# ---- block 1 ----
Block 1, metal 3:
The bar under the picture is 50 um long.
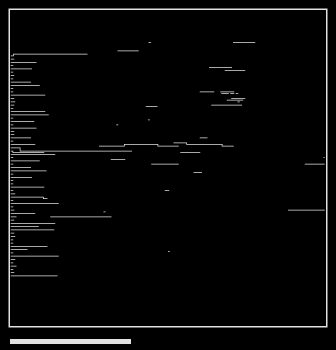

$ cat src/rtl/wbm_tracelight.sv
// wbm_tracelight: passive Wishbone bus snooper that drives an 8-bit LED bus
// with live transaction status, and latches a sticky fault on ack timeouts or
// orphan acks. Nothing in here drives a Wishbone signal.
module wbm_tracelight #(
    parameter int DW      = 32,
    parameter int AW      = 16,
    parameter int OW      = 3,
    parameter int STRETCH = 1024,
    parameter int TIMEOUT = 65535
) (
    input  logic            wb_clk_i,
    input  logic            wb_rst_ni,
    input  logic            wb_cyc_o,
    input  logic            wb_stb_o,
    input  logic            wb_we_o,
    input  logic            wb_stall_i,
    input  logic            wb_ack_i,
    input  logic [DW/8-1:0] wb_sel_o,
    input  logic [AW-1:0]   wb_adr_o,
    input  logic [DW-1:0]   wb_dat_o,
    input  logic [DW-1:0]   wb_dat_i,
    input  logic [1:0]      mode_i,
    output logic [7:0]      blinkenlight,
    output logic            fault_o
);

    localparam int SW = $clog2(STRETCH + 1);
    localparam int TW = $clog2(TIMEOUT + 1);
    localparam logic [OW-1:0] OUT_MAX = '1;

    typedef enum logic [1:0] {
        ST_IDLE  = 2'd0,
        ST_WAIT  = 2'd1,
        ST_FAULT = 2'd2
    } state_t;

    logic          accept, ack_ev, orphan, enter_fault;
    logic          req_led, ack_led;
    logic [OW-1:0] outstanding_q, outstanding_d;
    logic [3:0]    ack_cnt_q, ack_cnt_d;
    logic          last_we_q, last_we_d;
    logic [7:0]    last_adr_q, last_adr_d;
    logic [7:0]    last_rd_q, last_rd_d;
    logic          wr_any_q, wr_any_d;
    logic          rd_any_q, rd_any_d;
    logic [SW-1:0] req_tmr_q, req_tmr_d;
    logic [SW-1:0] ack_tmr_q, ack_tmr_d;
    logic [TW-1:0] wait_q, wait_d;
    state_t        state_q, state_d;
    logic          fault_q, fault_d;
    logic [7:0]    blink_q, blink_d;

    // Byte selects and upper address bits are observed but carry no status.
    logic unused_inputs;
    assign unused_inputs = ^{wb_sel_o, wb_adr_o};

    assign accept  = wb_cyc_o & wb_stb_o & ~wb_stall_i;
    assign ack_ev  = wb_cyc_o & wb_ack_i;
    assign req_led = (req_tmr_q != '0);
    assign ack_led = (ack_tmr_q != '0);

    // Outstanding count, ack counter, captures and LED stretch timers.
    always_comb begin
        outstanding_d = outstanding_q;
        ack_cnt_d     = ack_cnt_q;
        last_we_d     = last_we_q;
        last_adr_d    = last_adr_q;
        last_rd_d     = last_rd_q;
        wr_any_d      = wr_any_q;
        rd_any_d      = rd_any_q;
        req_tmr_d     = req_tmr_q;
        ack_tmr_d     = ack_tmr_q;
        orphan        = 1'b0;

        if (ack_ev) ack_cnt_d = ack_cnt_q + 4'd1;

        // Dropping cyc abandons everything in flight.
        if (!wb_cyc_o) begin
            outstanding_d = '0;
        end else if (accept && !ack_ev) begin
            if (outstanding_q != OUT_MAX) outstanding_d = outstanding_q + 1'b1;
        end else if (ack_ev && !accept) begin
            if (outstanding_q == '0) orphan = 1'b1;
            else                     outstanding_d = outstanding_q - 1'b1;
        end

        if (accept) begin
            last_we_d  = wb_we_o;
            last_adr_d = wb_adr_o[7:0];
            wr_any_d   = |wb_dat_o;
            rd_any_d   = 1'b0;
        end
        // Read data is judged by the direction of the previously accepted
        // request; when both happen together the ack's rd_any wins.
        if (ack_ev && !last_we_q) begin
            last_rd_d = wb_dat_i[7:0];
            rd_any_d  = |wb_dat_i;
        end

        if (accept)                req_tmr_d = SW'(STRETCH);
        else if (req_tmr_q != '0)  req_tmr_d = req_tmr_q - 1'b1;
        if (ack_ev)                ack_tmr_d = SW'(STRETCH);
        else if (ack_tmr_q != '0)  ack_tmr_d = ack_tmr_q - 1'b1;
    end

    // FSM next state, ack wait counter and sticky fault.
    always_comb begin
        state_d     = state_q;
        wait_d      = '0;
        enter_fault = 1'b0;
        case (state_q)
            ST_IDLE: begin
                if (accept && !ack_ev) state_d = ST_WAIT;
            end
            ST_WAIT: begin
                if (!wb_cyc_o || (outstanding_d == '0)) begin
                    state_d = ST_IDLE;
                end else if (!(accept || ack_ev)) begin
                    wait_d = wait_q + 1'b1;
                    if (wait_d == TW'(TIMEOUT)) begin
                        state_d     = ST_FAULT;
                        enter_fault = 1'b1;
                    end
                end
            end
            ST_FAULT: begin
                if (!wb_cyc_o) state_d = ST_IDLE;
            end
            default: state_d = ST_IDLE;
        endcase
        fault_d = fault_q | orphan | enter_fault;
    end

    // LED bus contents selected by mode_i from the registered state.
    always_comb begin
        blink_d = 8'h00;
        case (mode_i)
            2'd0: blink_d = {ack_cnt_q, req_led, last_we_q, wr_any_q, rd_any_q};
            2'd1: blink_d = {state_q, ack_led, 5'(outstanding_q)};
            2'd2: blink_d = last_adr_q;
            2'd3: blink_d = last_rd_q;
            default: blink_d = 8'h00;
        endcase
    end

    // All state registers with asynchronous active-low clear.
    always_ff @(posedge wb_clk_i or negedge wb_rst_ni) begin
        if (!wb_rst_ni) begin
            outstanding_q <= '0;
            ack_cnt_q     <= '0;
            last_we_q     <= 1'b0;
            last_adr_q    <= '0;
            last_rd_q     <= '0;
            wr_any_q      <= 1'b0;
            rd_any_q      <= 1'b0;
            req_tmr_q     <= '0;
            ack_tmr_q     <= '0;
            wait_q        <= '0;
            state_q       <= ST_IDLE;
            fault_q       <= 1'b0;
            blink_q       <= '0;
        end else begin
            outstanding_q <= outstanding_d;
            ack_cnt_q     <= ack_cnt_d;
            last_we_q     <= last_we_d;
            last_adr_q    <= last_adr_d;
            last_rd_q     <= last_rd_d;
            wr_any_q      <= wr_any_d;
            rd_any_q      <= rd_any_d;
            req_tmr_q     <= req_tmr_d;
            ack_tmr_q     <= ack_tmr_d;
            wait_q        <= wait_d;
            state_q       <= state_d;
            fault_q       <= fault_d;
            blink_q       <= blink_d;
        end
    end

    assign blinkenlight = blink_q;
    assign fault_o      = fault_q;

endmodule

$ cat config.mk
export PLATFORM = sky130hd
export DESIGN_NAME = wbm_tracelight
export DESIGN_NICKNAME = d
export VERILOG_FILES = /design/src/rtl/wbm_tracelight.sv
export SDC_FILE = /design/constraint.sdc
export NUM_CORES = 1
export LEC_CHECK = 0
export CORE_MARGIN = 8
export CORE_UTILIZATION = 30
export DETAILED_ROUTE_END_ITERATION = 8
export SLEW_MARGIN = 15
export SYNTH_ARGS = -nofsm -noshare
export SYNTH_HDL_FRONTEND = slang
export SYNTH_SLANG_ARGS = --single-unit
$ cat constraint.sdc
create_clock -name wb_clk_i -period 3.1 [get_ports wb_clk_i]
set_input_delay 0.62 -clock wb_clk_i [delete_from_list [all_inputs] [get_ports wb_clk_i]]
set_output_delay 0.62 -clock wb_clk_i [all_outputs]
set_load 0.01 [all_outputs]
# ---- block 2 ----
**src/rtl/adc_pkg.sv**
```systemverilog
// Shared definitions for the serial angle ADC responder and its controller.
`timescale 1ns/1ps
package adc_pkg;

    localparam int unsigned ADC_DATA_W      = 12;
    localparam int unsigned ADC_LEAD_BITS   = 3;
    localparam int unsigned ADC_SYNC_STAGES = 2;

    // Idle (deselected) pin levels of the controller-driven lines
    localparam logic CLK_ADC_IDLE = 1'b1;
    localparam logic CS_N_IDLE    = 1'b1;

    typedef enum logic [2:0] {
        ST_IDLE,
        ST_ACQ,
        ST_NULLB,
        ST_DATA,
        ST_HOLD
    } adc_state_t;

endpackage

```
**src/rtl/sync_edge_det.sv**
```systemverilog
// N-stage synchronizer with rise/fall pulses on the last stage.
`timescale 1ns/1ps
module sync_edge_det #(
    parameter int unsigned STAGES  = 2,
    parameter logic        RST_VAL = 1'b1
) (
    input  logic clk,
    input  logic rst_n,
    input  logic din,
    output logic rise_c,
    output logic fall_c
);

    logic [STAGES-1:0] sync_q;
    logic              dly_q;
    logic [STAGES:0]   primed_q;

    // Synchronizer chain, edge delay copy and post-reset settle tracker.
    // Edges are suppressed until the chain has filled with real pin samples,
    // so a line already at its active level after reset is not seen as an edge.
    always_ff @(posedge clk or negedge rst_n) begin
        if (!rst_n) begin
            sync_q   <= {STAGES{RST_VAL}};
            dly_q    <= RST_VAL;
            primed_q <= '0;
        end else begin
            sync_q   <= {sync_q[STAGES-2:0], din};
            dly_q    <= sync_q[STAGES-1];
            primed_q <= {primed_q[STAGES-1:0], 1'b1};
        end
    end

    assign rise_c = primed_q[STAGES] &  sync_q[STAGES-1] & ~dly_q;
    assign fall_c = primed_q[STAGES] & ~sync_q[STAGES-1] &  dly_q;

endmodule

```
**src/rtl/adc_serial_responder.sv**
```systemverilog
// Responder end of the serial angle ADC link: shifts a latched sample out MSB first.
`timescale 1ns/1ps
module adc_serial_responder
    import adc_pkg::*;
#(
    parameter int unsigned DATA_W      = ADC_DATA_W,
    parameter int unsigned LEAD_BITS   = ADC_LEAD_BITS,
    parameter int unsigned SYNC_STAGES = ADC_SYNC_STAGES
) (
    input  logic              clk_clk,
    input  logic              reset_reset_n,
    input  logic              clk_adc,
    input  logic              cs_n,
    input  logic [DATA_W-1:0] sample_value,
    output logic              angle_barre,
    output logic              dout_oe,
    output logic [DATA_W-1:0] sample_latched,
    output logic              frame_done,
    output logic              frame_abort
);

    localparam int unsigned CNT_W = $clog2(DATA_W + LEAD_BITS);
    localparam logic [CNT_W-1:0] ACQ_LAST  = CNT_W'(LEAD_BITS - 1);
    localparam logic [CNT_W-1:0] DATA_LAST = CNT_W'(DATA_W - 1);

    logic adc_fall;
    logic adc_rise_unused;
    logic cs_fall;
    logic cs_rise;

    adc_state_t        state_q,  state_nxt;
    logic [CNT_W-1:0]  cnt_q,    cnt_nxt;
    logic [DATA_W-1:0] shift_q,  shift_nxt;
    logic [DATA_W-1:0] latched_nxt;
    logic              angle_nxt;
    logic              oe_nxt;
    logic              done_nxt;
    logic              abort_nxt;

    sync_edge_det #(
        .STAGES  (SYNC_STAGES),
        .RST_VAL (CLK_ADC_IDLE)
    ) u_clk_adc_sync (
        .clk    (clk_clk),
        .rst_n  (reset_reset_n),
        .din    (clk_adc),
        .rise_c (adc_rise_unused),
        .fall_c (adc_fall)
    );

    sync_edge_det #(
        .STAGES  (SYNC_STAGES),
        .RST_VAL (CS_N_IDLE)
    ) u_cs_n_sync (
        .clk    (clk_clk),
        .rst_n  (reset_reset_n),
        .din    (cs_n),
        .rise_c (cs_rise),
        .fall_c (cs_fall)
    );

    // State, counter, shift register and registered outputs.
    always_ff @(posedge clk_clk or negedge reset_reset_n) begin
        if (!reset_reset_n) begin
            state_q        <= ST_IDLE;
            cnt_q          <= '0;
            shift_q        <= '0;
            sample_latched <= '0;
            angle_barre    <= 1'b0;
            dout_oe        <= 1'b0;
            frame_done     <= 1'b0;
            frame_abort    <= 1'b0;
        end else begin
            state_q        <= state_nxt;
            cnt_q          <= cnt_nxt;
            shift_q        <= shift_nxt;
            sample_latched <= latched_nxt;
            angle_barre    <= angle_nxt;
            dout_oe        <= oe_nxt;
            frame_done     <= done_nxt;
            frame_abort    <= abort_nxt;
        end
    end

    // Frame sequencing: lead-in falls, MSB-first data, LSB hold, abort on early deselect.
    always_comb begin
        state_nxt   = state_q;
        cnt_nxt     = cnt_q;
        shift_nxt   = shift_q;
        latched_nxt = sample_latched;
        angle_nxt   = angle_barre;
        oe_nxt      = dout_oe;
        done_nxt    = 1'b0;
        abort_nxt   = 1'b0;

        unique case (state_q)
            ST_IDLE: begin
                oe_nxt    = 1'b0;
                angle_nxt = 1'b0;
                // cs_n fall wins; a coincident clk_adc fall is simply not counted
                if (cs_fall) begin
                    latched_nxt = sample_value;
                    shift_nxt   = sample_value;
                    cnt_nxt     = '0;
                    oe_nxt      = 1'b1;
                    state_nxt   = ST_ACQ;
                end
            end
            ST_ACQ: begin
                if (adc_fall) begin
                    cnt_nxt = cnt_q + CNT_W'(1);
                    if (cnt_q == ACQ_LAST) begin
                        angle_nxt = 1'b0;
                        state_nxt = ST_NULLB;
                    end
                end
            end
            ST_NULLB: begin
                if (adc_fall) begin
                    angle_nxt = shift_q[DATA_W-1];
                    shift_nxt = shift_q << 1;
                    cnt_nxt   = '0;
                    state_nxt = ST_DATA;
                end
            end
            ST_DATA: begin
                if (adc_fall) begin
                    if (cnt_q == DATA_LAST) begin
                        angle_nxt = 1'b0;
                        done_nxt  = 1'b1;
                        state_nxt = ST_HOLD;
                    end else begin
                        angle_nxt = shift_q[DATA_W-1];
                        shift_nxt = shift_q << 1;
                        cnt_nxt   = cnt_q + CNT_W'(1);
                    end
                end
            end
            ST_HOLD: begin
                angle_nxt = 1'b0;
                if (cs_rise) begin
                    oe_nxt    = 1'b0;
                    state_nxt = ST_IDLE;
                end
            end
            default: begin
                oe_nxt    = 1'b0;
                angle_nxt = 1'b0;
                state_nxt = ST_IDLE;
            end
        endcase

        // Deselect before the frame completed
        if (cs_rise && (state_q == ST_ACQ || state_q == ST_NULLB || state_q == ST_DATA)) begin
            shift_nxt = shift_q;
            cnt_nxt   = cnt_q;
            angle_nxt = 1'b0;
            oe_nxt    = 1'b0;
            done_nxt  = 1'b0;
            abort_nxt = 1'b1;
            state_nxt = ST_IDLE;
        end
    end

endmodule

```
**config.mk**
```make
export PLATFORM = sky130hd
export DESIGN_NAME = adc_serial_responder
export DESIGN_NICKNAME = d
export VERILOG_FILES = /design/src/rtl/adc_pkg.sv /design/src/rtl/sync_edge_det.sv /design/src/rtl/adc_serial_responder.sv
export SDC_FILE = /design/constraint.sdc
export NUM_CORES = 1
export LEC_CHECK = 0
export CAP_MARGIN = 20
export CORE_UTILIZATION = 50
export CTS_CLUSTER_SIZE = 16
export DETAILED_ROUTE_END_ITERATION = 8
export GPL_ROUTABILITY_DRIVEN = 0
export PLACE_DENSITY = 0.71
export SYNTH_ARGS = -nofsm -noshare
export SYNTH_HDL_FRONTEND = slang
export SYNTH_HIERARCHICAL = 1
export SYNTH_SLANG_ARGS = --single-unit
```
**constraint.sdc**
```tcl
create_clock -name clk_clk -period 3.65 [get_ports clk_clk]
set_input_delay 0.5475 -clock clk_clk [delete_from_list [all_inputs] [get_ports clk_clk]]
set_output_delay 0.5475 -clock clk_clk [all_outputs]
set_load 0.01 [all_outputs]
```

==> gallery <==
Signal wires on met2.
Plate I
The bar under the picture is 50 um long.
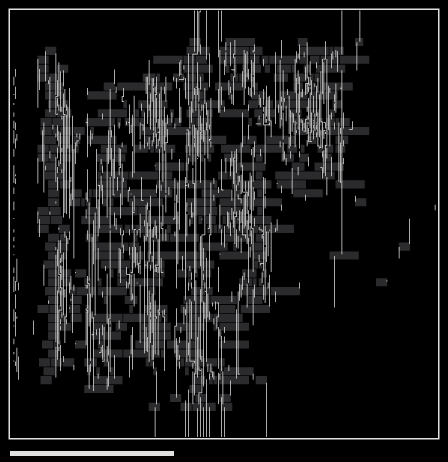
Plate II
The bar under the picture is 20 um long.
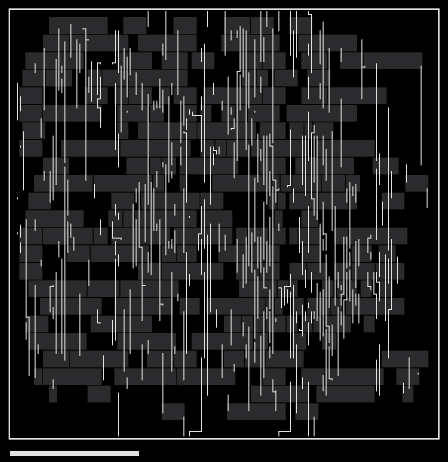
The one with the largest die is Plate I.
Plate I is block 1.
Plate II is block 2.

Block 2, signal wires on met1:
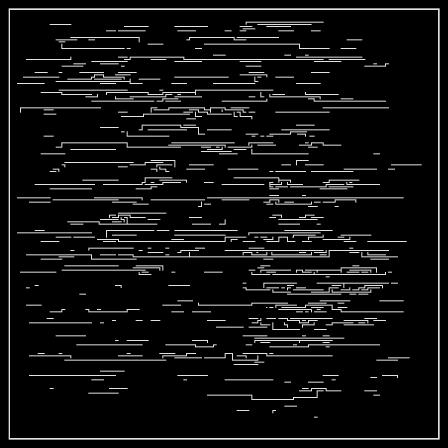
- share of all routed wire: 47%
- main direction: horizontal

==> results.yml, block 2 <==
# implementation run metrics
run_status:
  outcome: "finished clean"
clock_tree:
  cts_hold_buf: 0
  cts-root-buf: "clkbuf_8"
  clock_latency_ns: 0.30
  h-tree-depth: 2
timing:
  post-route-period-util: 0.6601
  worst_slack_ns: 1.241
  min_period_ns: 2.409
worst_setup_path:
  worst_setup_path_endpoint: "cnt_q[0]"
  cp.arrival_ns: 2.59
  ff2ff_setup_slack_ns: 1.24
  crit_path_max_incr_delay_ns: 0.74
cells_and_area:
  reg_top3: "sample_latched: 12 flops, shift_q: 12 flops, cnt_q: 4 flops"
  final_nets: 216
  largest_cell_class: "sequential cells"
  fillers: 294
  final_cell_area_mm2: 0.002547
  mostFrequentLayoutCell: "dfrtp_1"
  buffers_excl_clock: 33
  seq_share: 0.4646
  comb-cell-share: 0.3237
floorplanning:
  die_w_um: 66.32
  placementRows: 23
power:
  p_int_mw: 1.229
  comb_power_share: 0.281
  powerDensity_mw_per_mm2: 677.0
  power.switching_mw: 0.4957
  leakage_nw: 1.121
  comb-power_mw: 0.485
  clkPwrFrac: 0.261
detailed_routing:
  route.met2.wl_um: 1876
  dr.pass1.iters: 4
  avgRoutedWirePerCell_um: 15.61
run:
  drv_cap: 0
  openroad.warnings: 27
global_route:
  grt_overflow: 0
placement:
  post-place-ws_ns: 1.271
  placed_area_mm2: 0.002391
min_path:
  hold_class: "in -> async"
synthesis:
  syn_area_per_cell_um2: 12.38
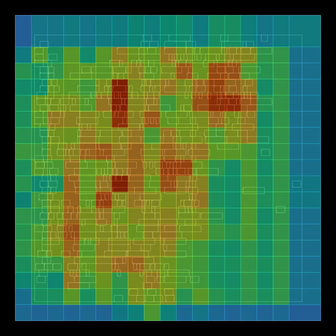
Block 1: routing congestion
routing usage on met2: 0.2131
met1 Usage GRT: 0.1377
final core occ: 0.4035
DR WL/cell: 15.28 um

About 'metal 3' of block 1:
- longest straight run: 46.2 um
- share of all routed wire: 7.1%

==> results.yml, block 1 <==
# implementation run metrics
synthesis:
  synthAdderAreaFrac: 0.02531
  top_cell_area_share: 0.4745
  numSynthFlops: 75
  async_flop_share: 1.000
  postSynthSeqShare: 0.4745
  yosys-stat-area_mm2: 0.003955
  ys_cells: 381
worst_setup_path:
  cp.depth: 7
  r2r-start: "wait_q[0]"
  crit_type: "in -> reg"
  crit_required_ns: 3.31
  worst_setup_path_endpoint: "wait_q[6]"
  rr_endpoint: "state_q[0]"
  slowest_stage: "clkdlybuf4s50_1"
  cp_cell_sequence: "clkdlybuf4s50_1 -> and2_4 -> a311oi_2 -> o31ai_2 -> o2111ai_2 -> nand3_4 -> nor2_1"
  crit_buf_inv: 1
cells_and_area:
  buffers_excl_clock: 91
  seq_share: 0.3555
  fillers: 1297
  diodes: 0
  drive_above_1_share: 0.1282
  mostFrequentLayoutCell: "clkdlybuf4s50_1"
  top_register: "wait_q"
  logic_gates: 284
placement:
  placed_cells: 636
  place.gp.congestion: 0.7811
power:
  leakage_nw: 2.128
  clkPwrFrac: 0.311
  p_clk_mw: 0.978
run_status:
  outcome: "finished clean"
floorplanning:
  fp_util: 0.3023
  nWellTaps: 176
detailed_routing:
  top_layer_used: "met4"
  antenna_left: 0
  wl_met1_um: 4110
  drt_iter0_markers: 147
  via_count: 3229
global_route:
  met3_usage: 0.04424
  grt_max_degree: 76
run:
  openroad.warnings: 41
  drv_cap: 0
clock_tree:
  clock_latency_ns: 0.33

# ---- block 3 ----
$ cat src/rtl/atmega_pcint.sv
// Pin-change interrupt block: synchronizes the port pins, detects the
// selected edge/level per pin, latches per-pin flags and raises irq
// when an enabled, masked flag is pending. Register access is a simple
// single-cycle read/write bus with a combinational read mux.
module atmega_pcint #(
    parameter int unsigned                  BUS_ADDR_DATA_LEN = 8,
    parameter int unsigned                  PORT_WIDTH        = 8,
    parameter logic [BUS_ADDR_DATA_LEN-1:0] PCICR_ADDR        = 'h68,
    parameter logic [BUS_ADDR_DATA_LEN-1:0] PCMSK_ADDR        = 'h6B,
    parameter logic [BUS_ADDR_DATA_LEN-1:0] PCIFR_ADDR        = 'h3B,
    parameter logic [BUS_ADDR_DATA_LEN-1:0] PCPIN_ADDR        = 'h3C,
    parameter logic [PORT_WIDTH-1:0]        PINMASK           = 'hFF
) (
    input  logic                         clk,
    input  logic                         rst,
    input  logic [BUS_ADDR_DATA_LEN-1:0] addr,
    input  logic                         wr,
    input  logic                         rd,
    input  logic [PORT_WIDTH-1:0]        bus_in,
    output logic [PORT_WIDTH-1:0]        bus_out,
    input  logic [PORT_WIDTH-1:0]        io_in,
    input  logic                         int_ack,
    output logic                         irq
);

    typedef enum logic [1:0] {
        MODE_ANY  = 2'b00,
        MODE_FALL = 2'b01,
        MODE_RISE = 2'b10,
        MODE_LOW  = 2'b11
    } mode_t;

    logic [PORT_WIDTH-1:0] s1, s2, s3;
    logic [PORT_WIDTH-1:0] pcmsk;
    logic [PORT_WIDTH-1:0] pcifr;
    logic                  en;
    mode_t                 mode;
    logic [1:0]            arm_cnt;
    logic                  armed;

    logic [PORT_WIDTH-1:0] rise, fall, low;
    logic [PORT_WIDTH-1:0] evt;
    logic [PORT_WIDTH-1:0] set_mask;
    logic [PORT_WIDTH-1:0] clr_mask;

    logic hit_pcicr, hit_pcmsk, hit_pcifr, hit_pcpin;

    assign hit_pcicr = (addr == PCICR_ADDR);
    assign hit_pcmsk = (addr == PCMSK_ADDR);
    assign hit_pcifr = (addr == PCIFR_ADDR);
    assign hit_pcpin = (addr == PCPIN_ADDR);

    // Two-flop synchronizer plus one history stage for edge detection
    always_ff @(posedge clk or negedge rst) begin
        if (!rst) begin
            s1 <= '0;
            s2 <= '0;
            s3 <= '0;
        end else begin
            s1 <= io_in;
            s2 <= s1;
            s3 <= s2;
        end
    end

    // Arming counter: blocks flag setting until the synchronizer has
    // filled with real pin values, so pins high at release are not edges
    always_ff @(posedge clk or negedge rst) begin
        if (!rst) begin
            arm_cnt <= '0;
        end else if (arm_cnt != 2'd3) begin
            arm_cnt <= arm_cnt + 2'd1;
        end
    end

    assign armed = (arm_cnt == 2'd3);

    // Per-pin event selection according to the configured sense mode
    always_comb begin
        rise = s2 & ~s3;
        fall = ~s2 & s3;
        low  = ~s2;
        evt  = '0;
        case (mode)
            MODE_ANY:  evt = rise | fall;
            MODE_FALL: evt = fall;
            MODE_RISE: evt = rise;
            MODE_LOW:  evt = low;
            default:   evt = '0;
        endcase
    end

    // Flag set/clear sources; set is applied after clear so it wins
    always_comb begin
        set_mask = armed ? (evt & pcmsk & PINMASK) : '0;
        clr_mask = '0;
        if (wr && hit_pcifr) begin
            clr_mask = bus_in;
        end
        if (int_ack) begin
            clr_mask = '1;
        end
    end

    // Control, mask and flag registers
    always_ff @(posedge clk or negedge rst) begin
        if (!rst) begin
            en    <= 1'b0;
            mode  <= MODE_ANY;
            pcmsk <= '0;
            pcifr <= '0;
        end else begin
            pcifr <= ((pcifr & ~clr_mask) | set_mask) & PINMASK;
            if (wr && hit_pcicr) begin
                en   <= bus_in[0];
                mode <= mode_t'(bus_in[2:1]);
            end
            if (wr && hit_pcmsk) begin
                pcmsk <= bus_in & PINMASK;
            end
        end
    end

    assign irq = en & (|(pcifr & pcmsk));

    // Combinational read mux; idle bus and unmatched addresses read zero
    always_comb begin
        bus_out = '0;
        if (rd) begin
            if (hit_pcicr) begin
                bus_out = PORT_WIDTH'({mode, en});
            end else if (hit_pcmsk) begin
                bus_out = pcmsk;
            end else if (hit_pcifr) begin
                bus_out = pcifr;
            end else if (hit_pcpin) begin
                bus_out = s2 & PINMASK;
            end
        end
    end

endmodule
$ cat config.mk
export PLATFORM = sky130hd
export DESIGN_NAME = atmega_pcint
export DESIGN_NICKNAME = d
export VERILOG_FILES = /design/src/rtl/atmega_pcint.sv
export SDC_FILE = /design/constraint.sdc
export NUM_CORES = 1
export LEC_CHECK = 0
export CAP_MARGIN = 20
export CORE_UTILIZATION = 35
export CTS_CLUSTER_SIZE = 30
export DETAILED_ROUTE_END_ITERATION = 10
export MAX_ROUTING_LAYER = met4
export PLACE_DENSITY = 0.56
export SYNTH_ARGS = -nofsm -noshare
export SYNTH_HDL_FRONTEND = slang
export SYNTH_SLANG_ARGS = --single-unit
$ cat constraint.sdc
create_clock -name clk -period 1.4 [get_ports clk]
set_input_delay 0.14 -clock clk [delete_from_list [all_inputs] [get_ports clk]]
set_output_delay 0.14 -clock clk [all_outputs]
set_load 0.02 [all_outputs]
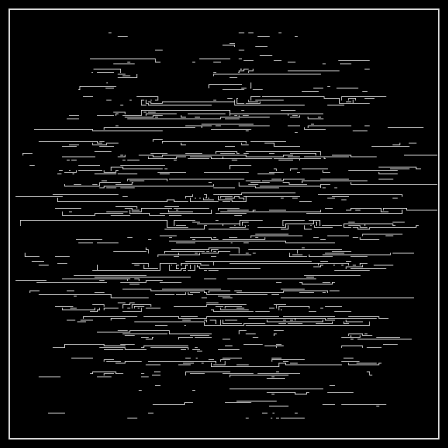
Block 3: signal wires on met1
- share of all routed wire: 48%
- main direction: horizontal

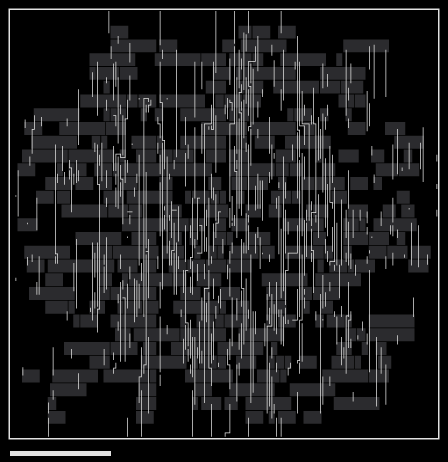
Block 3: signal wires on met2
The bar under the picture is 20 um long.
- share of all routed wire: 46%
- main direction: vertical
vias: 1885
Post-Route WL: 5793 um
routing usage on met2: 0.2698

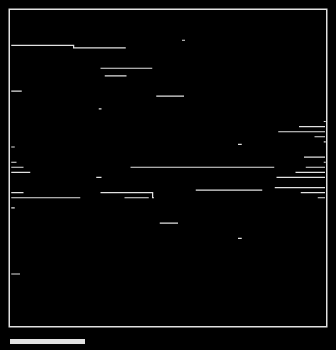
Block 3: metal 3
The bar under the picture is 20 um long.
- wire length on this layer: 252 um
- share of all routed wire: 4.3%

==> results.yml <==
# implementation run metrics
run_status:
  outcome: "finished, violations left"
  violations: "negative setup slack"
global_route:
  antenna_found_initial: 0
  grtUsageTotal: 0.1775
  grt_max_degree: 46
cells_and_area:
  post-route-util: 0.5258
  final_cells: 371
  largest_cell_class: "multi-input combinational cells"
  comb_area_mm2: 0.001277
  syn2layout_area_growth_pct: 42.17
  buf_share: 0.2023
detailed_routing:
  drc: 0
  drt_iter0_markers: 113
timing:
  hold_viol: 0
  tightest_slew_ns: 0.3358
  worst_slack_ns: -0.1900
  fmax_ghz: 0.6290
  setup_viol: 9
  post-route-period-util: 1.136
worst_setup_path:
  cp.arrival_ns: 1.45
synthesis:
  syn_area_per_cell_um2: 10.76
  postSynthSeqShare: 0.4715
  yosys-top-cells-count: "45 x dfrtp_1, 25 x inv_1, 25 x nand2_1"
  xor_area_frac: 0.003667
  synth_area_mm2: 0.002389
  top_area_cell: "dfrtp_1"
  yosysMostFrequentCell: "dfrtp_1"
clock_tree:
  cts-root-buf: "clkbuf_8"
  cts_hold_buf: 1
  clock_latency_ns: 0.30
  cts_tree: "yes"
min_path:
  holdPathStages: 1
placement:
  dpl.hpwl_um: 3952

Power figures rest on the tool's default switching activity, not on a simulated workload.
